# ---- design 1 ----
Figure 1. Layout detail (design 1).
Window x 36 to 66, y 23 to 53 µm. Cells in grey, sequential cells in the stronger grey; small squares are vias.
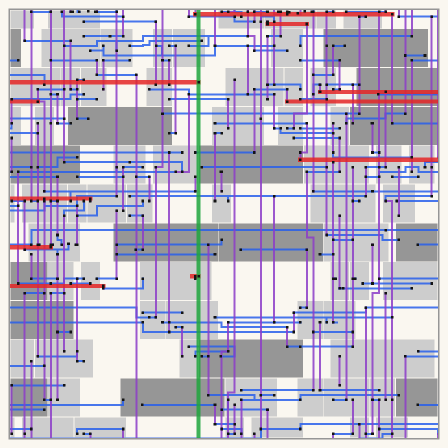

File: config.mk
export PLATFORM = sky130hd
export DESIGN_NAME = imem_loader
export DESIGN_NICKNAME = d
export VERILOG_FILES = /design/src/rtl/imem_loader_pkg.sv /design/src/rtl/imem_word_packer.sv /design/src/rtl/imem_loader.sv
export SDC_FILE = /design/constraint.sdc
export NUM_CORES = 1
export LEC_CHECK = 0
export CAP_MARGIN = 5
export CORE_ASPECT_RATIO = 0.75
export CORE_UTILIZATION = 49
export DETAILED_ROUTE_END_ITERATION = 16
export HOLD_SLACK_MARGIN = 0.1
export PLACE_DENSITY = 0.76
export RECOVER_POWER = 100
export SLEW_MARGIN = 20
export SYNTH_ARGS = -nofsm -noshare
export SYNTH_HDL_FRONTEND = slang
export SYNTH_HIERARCHICAL = 1
export SYNTH_SLANG_ARGS = --single-unit
File: constraint.sdc
create_clock -name clk -period 3 [get_ports clk]
set_input_delay 0.75 -clock clk [delete_from_list [all_inputs] [get_ports clk]]
set_output_delay 0.75 -clock clk [all_outputs]
set_load 0.01 [all_outputs]
File: src/rtl/imem_loader_pkg.sv
// rtl/imem_loader_pkg.sv - shared states and constants for the instruction-memory loader
package imem_loader_pkg;

    typedef enum logic [2:0] {
        ST_LOAD,
        ST_WRITE,
        ST_CHECK,
        ST_DONE,
        ST_ERR
    } state_t;

    localparam int         BYTES_PER_WORD = 4;
    localparam logic [7:0] PAD_BYTE       = 8'h00;

endpackage

File: src/rtl/imem_word_packer.sv
// rtl/imem_word_packer.sv - big-endian byte-to-word packer with zero padding of a short final word
module imem_word_packer
    import imem_loader_pkg::*;
(
    input  logic        clk,
    input  logic        rst,
    input  logic        push,
    input  logic        last,
    input  logic [7:0]  data,
    output logic [31:0] word,
    output logic        word_full
);

    logic [31:0] wbuf;
    logic [1:0]  byte_cnt;

    // word is the packed value including the byte being pushed this cycle
    always_comb begin
        word = {wbuf[23:0], data};
        if (last) begin
            case (byte_cnt)
                2'd0:    word = {data, PAD_BYTE, PAD_BYTE, PAD_BYTE};
                2'd1:    word = {wbuf[7:0], data, PAD_BYTE, PAD_BYTE};
                2'd2:    word = {wbuf[15:0], data, PAD_BYTE};
                default: word = {wbuf[23:0], data};
            endcase
        end
        word_full = push && (last || byte_cnt == 2'(BYTES_PER_WORD - 1));
    end

    always_ff @(posedge clk) begin
        if (rst) begin
            wbuf     <= '0;
            byte_cnt <= '0;
        end else if (push) begin
            wbuf     <= word;
            byte_cnt <= word_full ? 2'd0 : byte_cnt + 2'd1;
        end
    end

endmodule

File: src/rtl/imem_loader.sv
// rtl/imem_loader.sv - byte-stream loader for MIPS instruction memory, holds the core in reset until loaded
// Optional trailing XOR checksum byte: IMEM_LOADER_CHECKSUM_EN
module imem_loader
    import imem_loader_pkg::*;
#(
    parameter int ADDR_W = 6,
    parameter int DEPTH  = 64,
    parameter int WORD_W = 32
) (
    input  logic              clk,
    input  logic              rst,
    input  logic              in_valid,
    output logic              in_ready,
    input  logic [7:0]        in_data,
    input  logic              in_last,
    output logic              imem_we,
    output logic [ADDR_W-1:0] imem_addr,
    output logic [WORD_W-1:0] imem_wdata,
    output logic              cpu_rst,
    output logic              done,
    output logic              err
);

    state_t            state, state_nxt;
    logic [ADDR_W-1:0] word_addr;
    logic              last_flag;
    logic              xfer;
    logic              push;
    logic [31:0]       word;
    logic              word_full;

    assign xfer = in_valid && in_ready;
    assign push = xfer && (state == ST_LOAD);

    imem_word_packer u_packer (
        .clk       (clk),
        .rst       (rst),
        .push      (push),
        .last      (in_last),
        .data      (in_data),
        .word      (word),
        .word_full (word_full)
    );

`ifdef IMEM_LOADER_CHECKSUM_EN
    logic [7:0] csum;

    always_ff @(posedge clk) begin
        if (rst)
            csum <= '0;
        else if (push)
            csum <= csum ^ in_data;
    end
`endif

    always_comb begin
        state_nxt = state;
        case (state)
            ST_LOAD: begin
                if (word_full)
                    state_nxt = ST_WRITE;
            end
            ST_WRITE: begin
                // a terminated program wins over a full memory on the final address
                if (last_flag)
`ifdef IMEM_LOADER_CHECKSUM_EN
                    state_nxt = ST_CHECK;
`else
                    state_nxt = ST_DONE;
`endif
                else if (word_addr == ADDR_W'(DEPTH - 1))
                    state_nxt = ST_ERR;
                else
                    state_nxt = ST_LOAD;
            end
            ST_CHECK: begin
`ifdef IMEM_LOADER_CHECKSUM_EN
                if (xfer)
                    state_nxt = (in_data == csum) ? ST_DONE : ST_ERR;
`else
                state_nxt = ST_ERR;
`endif
            end
            default: state_nxt = state;
        endcase
    end

    // outputs are registered from the next state so they line up with it
    always_ff @(posedge clk) begin
        if (rst) begin
            state      <= ST_LOAD;
            word_addr  <= '0;
            last_flag  <= 1'b0;
            in_ready   <= 1'b1;
            imem_we    <= 1'b0;
            imem_addr  <= '0;
            imem_wdata <= '0;
            cpu_rst    <= 1'b1;
            done       <= 1'b0;
            err        <= 1'b0;
        end else begin
            state <= state_nxt;
            if (word_full) begin
                last_flag  <= in_last;
                imem_addr  <= word_addr;
                imem_wdata <= WORD_W'(word);
            end
            if (state == ST_WRITE)
                word_addr <= word_addr + 1'b1;
            in_ready <= (state_nxt == ST_LOAD) || (state_nxt == ST_CHECK);
            imem_we  <= (state_nxt == ST_WRITE);
            cpu_rst  <= (state_nxt != ST_DONE);
            done     <= (state_nxt == ST_DONE);
            err      <= (state_nxt == ST_ERR);
        end
    end

endmodule

# ---- design 2 ----
===== src/rtl/approx_mul_pkg.sv =====
// Shared definitions for the approximate/exact pipelined multiplier.
//   MODE_APPROX / MODE_EXACT : encoding of the per-item mode bit
//   clog2                    : width helper for the segment shift amount
package approx_mul_pkg;

    localparam logic MODE_APPROX = 1'b0;
    localparam logic MODE_EXACT  = 1'b1;

    // Never returns 0 so a shift field stays at least 1 bit wide even when SEG == WIDTH.
    function automatic int clog2(input int v);
        int r;
        r = 0;
        while ((1 << r) < v) r++;
        return (r < 1) ? 1 : r;
    endfunction

endpackage


===== src/rtl/approx_mul_lod_segment.sv =====
// lod_segment: leading-one detect plus SEG-bit window extraction for one operand.
//   x_i   : operand (WIDTH bits, unsigned)
//   seg_o : SEG-bit window starting at the leading one, LSB forced to 1;
//           equals x_i when x_i < 2^SEG
//   sh_o  : left shift that restores the window to its original weight
module lod_segment #(
    parameter int WIDTH = 16,
    parameter int SEG   = 8,
    parameter int SHW   = 4
) (
    input  logic [WIDTH-1:0] x_i,
    output logic [SEG-1:0]   seg_o,
    output logic [SHW-1:0]   sh_o
);

    always_comb begin
        sh_o  = '0;
        seg_o = x_i[SEG-1:0];
        // Last match wins, so sh_o ends at the highest set bit at or above SEG.
        for (int i = SEG; i < WIDTH; i++) begin
            if (x_i[i]) sh_o = SHW'(i - SEG + 1);
        end
        // sh_o is nonzero exactly when x_i >= 2^SEG.
        if (sh_o != '0) begin
            seg_o = SEG'(x_i >> sh_o) | SEG'(1);
        end
    end

endmodule


===== src/rtl/approx_mul_pipe.sv =====
// approx_mul_pipe: 3-stage pipelined unsigned multiplier, per-item exact/approx mode.
//   clk, rst            : clock, synchronous active-high reset
//   in_valid/in_ready   : input handshake; in_mode, in0, in1 are the item
//   out_valid/out_ready : output handshake; out is the product, out_mode its mode
// Stage 1 segments operands, stage 2 multiplies, stage 3 scales.
// A single global enable freezes every stage whenever the output is stalled.
module approx_mul_pipe
    import approx_mul_pkg::*;
#(
    parameter int WIDTH = 16,
    parameter int SEG   = 8
) (
    input  logic               clk,
    input  logic               rst,
    input  logic               in_valid,
    output logic               in_ready,
    input  logic               in_mode,
    input  logic [WIDTH-1:0]   in0,
    input  logic [WIDTH-1:0]   in1,
    output logic               out_valid,
    input  logic               out_ready,
    output logic [2*WIDTH-1:0] out,
    output logic               out_mode
);

    localparam int SHW = clog2(WIDTH - SEG + 1);

    logic [3:1]         vld_q;
    logic               adv;

    logic [SEG-1:0]     seg_a, seg_b;
    logic [SHW-1:0]     sh_a, sh_b;

    logic [WIDTH-1:0]   s1_a_q, s1_b_q, s1_a_d, s1_b_d;
    logic [SHW-1:0]     s1_sha_q, s1_shb_q, s1_sha_d, s1_shb_d;
    logic               s1_mode_q;

    logic [2*WIDTH-1:0] s2_m_q, s2_m_d;
    logic [SHW:0]       s2_sh_q, s2_sh_d;
    logic               s2_mode_q;

    logic [2*WIDTH-1:0] out_q, out_d;
    logic               out_mode_q;

    assign adv       = !vld_q[3] || out_ready;
    // Held high during reset so upstream never sees backpressure from stale state.
    assign in_ready  = adv || rst;
    assign out_valid = vld_q[3];
    assign out       = out_q;
    assign out_mode  = out_mode_q;

    lod_segment #(.WIDTH(WIDTH), .SEG(SEG), .SHW(SHW)) u_lod_a (
        .x_i(in0), .seg_o(seg_a), .sh_o(sh_a)
    );
    lod_segment #(.WIDTH(WIDTH), .SEG(SEG), .SHW(SHW)) u_lod_b (
        .x_i(in1), .seg_o(seg_b), .sh_o(sh_b)
    );

    // Approx segments are zero-extended into the operand registers, so one
    // WIDTH x WIDTH multiplier serves both modes: segA*segB fits unchanged.
    always_comb begin
        s1_a_d   = in0;
        s1_b_d   = in1;
        s1_sha_d = '0;
        s1_shb_d = '0;
        if (in_mode == MODE_APPROX) begin
            s1_a_d   = WIDTH'(seg_a);
            s1_b_d   = WIDTH'(seg_b);
            s1_sha_d = sh_a;
            s1_shb_d = sh_b;
        end
    end

    assign s2_m_d  = (2*WIDTH)'(s1_a_q) * (2*WIDTH)'(s1_b_q);
    assign s2_sh_d = (SHW+1)'(s1_sha_q) + (SHW+1)'(s1_shb_q);
    // Exact items carry a zero shift, so the scale stage is mode-agnostic.
    assign out_d   = s2_m_q << s2_sh_q;

    // Data registers load only behind a valid item, so bubbles leave the
    // last product on out instead of junk.
    always_ff @(posedge clk) begin
        if (rst) begin
            vld_q      <= '0;
            s1_a_q     <= '0;
            s1_b_q     <= '0;
            s1_sha_q   <= '0;
            s1_shb_q   <= '0;
            s1_mode_q  <= MODE_APPROX;
            s2_m_q     <= '0;
            s2_sh_q    <= '0;
            s2_mode_q  <= MODE_APPROX;
            out_q      <= '0;
            out_mode_q <= MODE_APPROX;
        end else if (adv) begin
            vld_q <= {vld_q[2:1], in_valid};
            if (in_valid) begin
                s1_a_q    <= s1_a_d;
                s1_b_q    <= s1_b_d;
                s1_sha_q  <= s1_sha_d;
                s1_shb_q  <= s1_shb_d;
                s1_mode_q <= in_mode;
            end
            if (vld_q[1]) begin
                s2_m_q    <= s2_m_d;
                s2_sh_q   <= s2_sh_d;
                s2_mode_q <= s1_mode_q;
            end
            if (vld_q[2]) begin
                out_q      <= out_d;
                out_mode_q <= s2_mode_q;
            end
        end
    end

endmodule


===== config.mk =====
export PLATFORM = sky130hd
export DESIGN_NAME = approx_mul_pipe
export DESIGN_NICKNAME = d
export VERILOG_FILES = /design/src/rtl/approx_mul_pkg.sv /design/src/rtl/approx_mul_lod_segment.sv /design/src/rtl/approx_mul_pipe.sv
export SDC_FILE = /design/constraint.sdc
export NUM_CORES = 1
export LEC_CHECK = 0
export CAP_MARGIN = 5
export CORE_AREA = 2 2 295 209
export DETAILED_ROUTE_END_ITERATION = 10
export DIE_AREA = 0 0 297 211
export HOLD_SLACK_MARGIN = 0.05
export PLACE_DENSITY = 0.39
export SLEW_MARGIN = 25
export SYNTH_ARGS = -nofsm -noshare
export SYNTH_HDL_FRONTEND = slang
export SYNTH_SLANG_ARGS = --single-unit

===== constraint.sdc =====
create_clock -name clk -period 6 [get_ports clk]
set_clock_uncertainty 0.1 [all_clocks]
set_input_delay 0.9 -clock clk [delete_from_list [all_inputs] [get_ports clk]]
set_output_delay 0.9 -clock clk [all_outputs]
set_load 0.02 [all_outputs]

Figure 2. Signal metal coverage by tile (design 2).
(1 px per µm) The die is cut into 30 by 21 equal tiles; dark purple is low, yellow is high, scaled to the fullest tile. Values are wire area over tile area, all layers added.
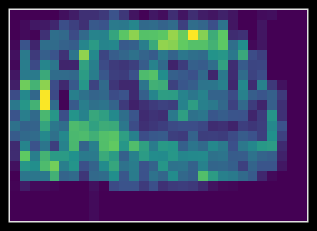
densest ninth of the die	west
emptiest ninth of the die	south-east
mean over tiles	0.12
nearly empty tiles	26%

==> reports/qor.csv, design 2 <==
stage,metric,value,unit
cells_and_area,layout cells sized above 1,0.152,
cts,clock tree sinks,115,
logic_synthesis,Post-Syn Instances,1726,
logic_synthesis,"flops & latches, synth",115,
final_timing,max-slew violation count,0,
logic_synthesis,Synth top cell by count,nand2_1,
status,outcome,"finished, final reports clean",
cells_and_area,register area,2370,µm²
logic_synthesis,"Chip Area, Yosys",14900,µm²
cells_and_area,Top Layout Cells,"246 x nand2_1, 225 x inv_1, 182 x fa_1",
routing,DR pass1 iterations,5,
worst_setup_path,CP max stage delay,550,ps
logic_synthesis,top cell type by total area after synthesis,fa_1,
global_routing,initial antenna violation count,3,
logic_synthesis,Adders+Majority by Area,0.354,
flow_run,max cap viols,0,
pwr,total power,0.00267,W
placed_design,PortBufs,71,
cells_and_area,area delta synth->final,22.3,%
worst_setup_path,Crit path top cell by count,fa_1,
logic_synthesis,syn avg cell area,8.60,µm²
pwr,Seq pwr share,0.320,
logic_synthesis,Yosys warning total,0,
pwr,P_seq,0.000855,W
routing,Post-Route WL,47800,µm
placed_design,global placement routability congestion,0.843,
die,Chip Area,62700,µm²
worst_setup_path,Crit Path Max Fanout,7,
[design 2: sequential cells by signal (all words and copies together) (netlist names)]
signal     count
s1_sha_q       4
out_mode       1
s1_mode_q      1
out           32
s2_mode_q      1
s1_a_q        16
vld_q          3
s2_m_q        32
s1_shb_q       4
s2_sh_q        5
s1_b_q        16
[design 2: layout make-up]
cell class              count  area share
multi-input cells        1273       0.636
flip-flops and latches    115       0.130
repair buffers            199       0.101
well taps                 808      0.0557
inverters                 227      0.0469
clock buffers              18      0.0242
clock inverters            14     0.00579
diodes                      2    0.000276
[design 2: path summary, 6_finish.rpt]
path / end / slack [ps] / depth (start not counted) / startpoint
setup / recovery: s2_m_q[26]$_SDFFE_PP0P_ / 140 / 19 / s1_a_q[5]$_SDFFE_PP0P_
hold / removal: s2_mode_q$_SDFFE_PP0P_ / 340 / 2 / s1_mode_q$_SDFFE_PP0P_
setup reg to reg: s2_m_q[26]$_SDFFE_PP0P_ / 140 / 19 / s1_a_q[5]$_SDFFE_PP0P_
hold reg to reg: s2_mode_q$_SDFFE_PP0P_ / 340 / 2 / s1_mode_q$_SDFFE_PP0P_
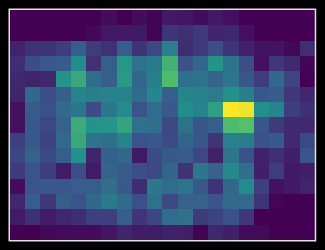
Figure 3: design 1, signal metal coverage by tile.
(3 px per µm) The die is cut into 20 by 15 equal tiles; dark purple is low, yellow is high, scaled to the fullest tile. Values are wire area over tile area, all layers added.
tiles over half the peak	5.7%
emptiest ninth of the die	north-east
mean over tiles	0.17
GRT Util Overall: 0.224
via count: 3009

Notes on Figure 1 above:
colour	layer
green	met4
red	met3
blue	met1
purple	met2
most frequent	dfxtp_1 (11), mux2i_1 (6), nand2_1 (6)
netlist names of flops here include	`u_packer/wbuf` (7), `imem_wdata` (2), `u_packer/byte_cnt` (2)
cells with their middle in the window	65
sequential cells in the window	11

==> reports/qor.csv, design 1 <==
stage,metric,value,unit
status,outcome,"complete, but fails checks",
status,violated checks,"max-capacitance violations, max-slew violations",
worst_setup_path,CP max-delay cell,dlygate4sd3_1,
final_timing,Fin Hold WS,489,ps
flow_run,max cap viols,1,
pwr,total power,0.00209,W
global_routing,largest net degree at the start of global routing,77,
logic_synthesis,top cells by count,"79 x dfxtp_1, 54 x nor2_1, 41 x mux2i_1, 36 x nand2_1, 23 x a21oi_1",
pwr,Sw Ratio,0.263,
logic_synthesis,asr flop ratio synth,0,
die,die y size,76.7,µm
placed_design,placed instance count,522,
placed_design,global placement routability congestion,0.772,
final_timing,# setup viols final,0,
cells_and_area,post-layout util,0.619,
worst_setup_path,crit path launch type,primary input,
logic_synthesis,top cell type by total area after synthesis,dfxtp_1,
worst_hold_path,Worst Hold Path Cells,2,
final_timing,Fin Clk Skew,8.88,ps
cells_and_area,nets@finish,452,
logic_synthesis,"top comb family, area",simple AND/OR/NAND/NOR gates,
cells_and_area,combinational gate area,1840,µm²
worst_setup_path,Worst R2R End,u_packer/wbuf[20]$_SDFFE_PP0P_,
die,# rows,26,
final_timing,max-slew violation count,76,
logic_synthesis,post-synthesis net count,415,
cts,CTS buffer count,9,
## design 1: sequential cells by signal, indices dropped and copies added (netlist names)
name and flops:
imem_wdata 32, u_packer/wbuf 24, imem_addr 6, word_addr 6
state 3, u_packer/byte_cnt 2, cpu_rst 1, done 1
err 1, imem_we 1, in_ready 1, last_flag 1
## design 1: routing by layer
layer  routed length (µm)  track usage  up-vias
met5                    0            0        -
met4                  111       0.0696        0
met3                  507       0.0638       14
met2                 3750        0.342      111
met1                 3750        0.303     1409
li1                     -            -     1475
## design 1: layout by cell type (no fill, tap or decap), types with 9 or more instances in the layout
master / netlist / final
a21oi_1: 23 / 23
clkbuf_8: 0 / 11
clkdlybuf4s50_1: 0 / 9
dfxtp_1: 79 / 79
dlygate4sd3_1: 0 / 44
mux2i_1: 41 / 41
nand2_1: 36 / 36
nand2b_1: 10 / 9
nand3_1: 11 / 11
nor2_1: 54 / 54
o21ai_0: 9 / 9
## design 1: kinds of logic after synthesis
group	Yosys count
and+or+nand+nor	153
DFF	79
AOI/OAI and AO/OA	72
muxes	49
buffers and inverters	39
adders and majority gates	5
xor gates and xnor gates	1

==> notes/layouts.md <==
Pictures saved along the way, in no particular order.

Metal layers overlaid.
picture 1
(4 px per µm) Only two layers are drawn.
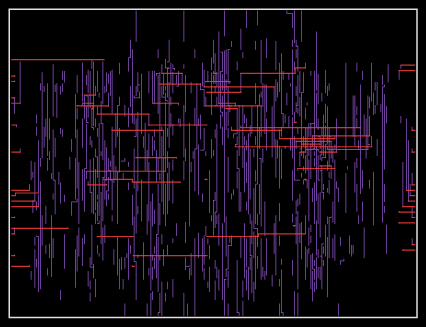
picture 2
(1 px per µm) Only two layers are drawn.
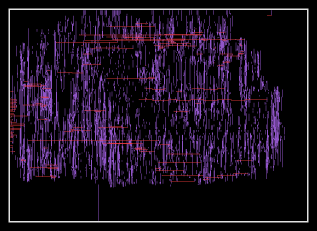
Picture 1 comes from design 1.
Picture 2 comes from design 2.
- most wire: picture 2



==> gallery <==
Placement view.
Plate I
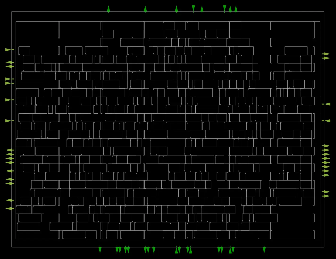
Plate II
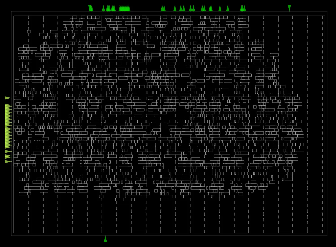
The one with the highest utilization is Plate I.
The one with the most cells is Plate II.
Plate I comes from design 1.
Plate II comes from design 2.

No activity file was given, so power comes from the tool's default toggle rates.
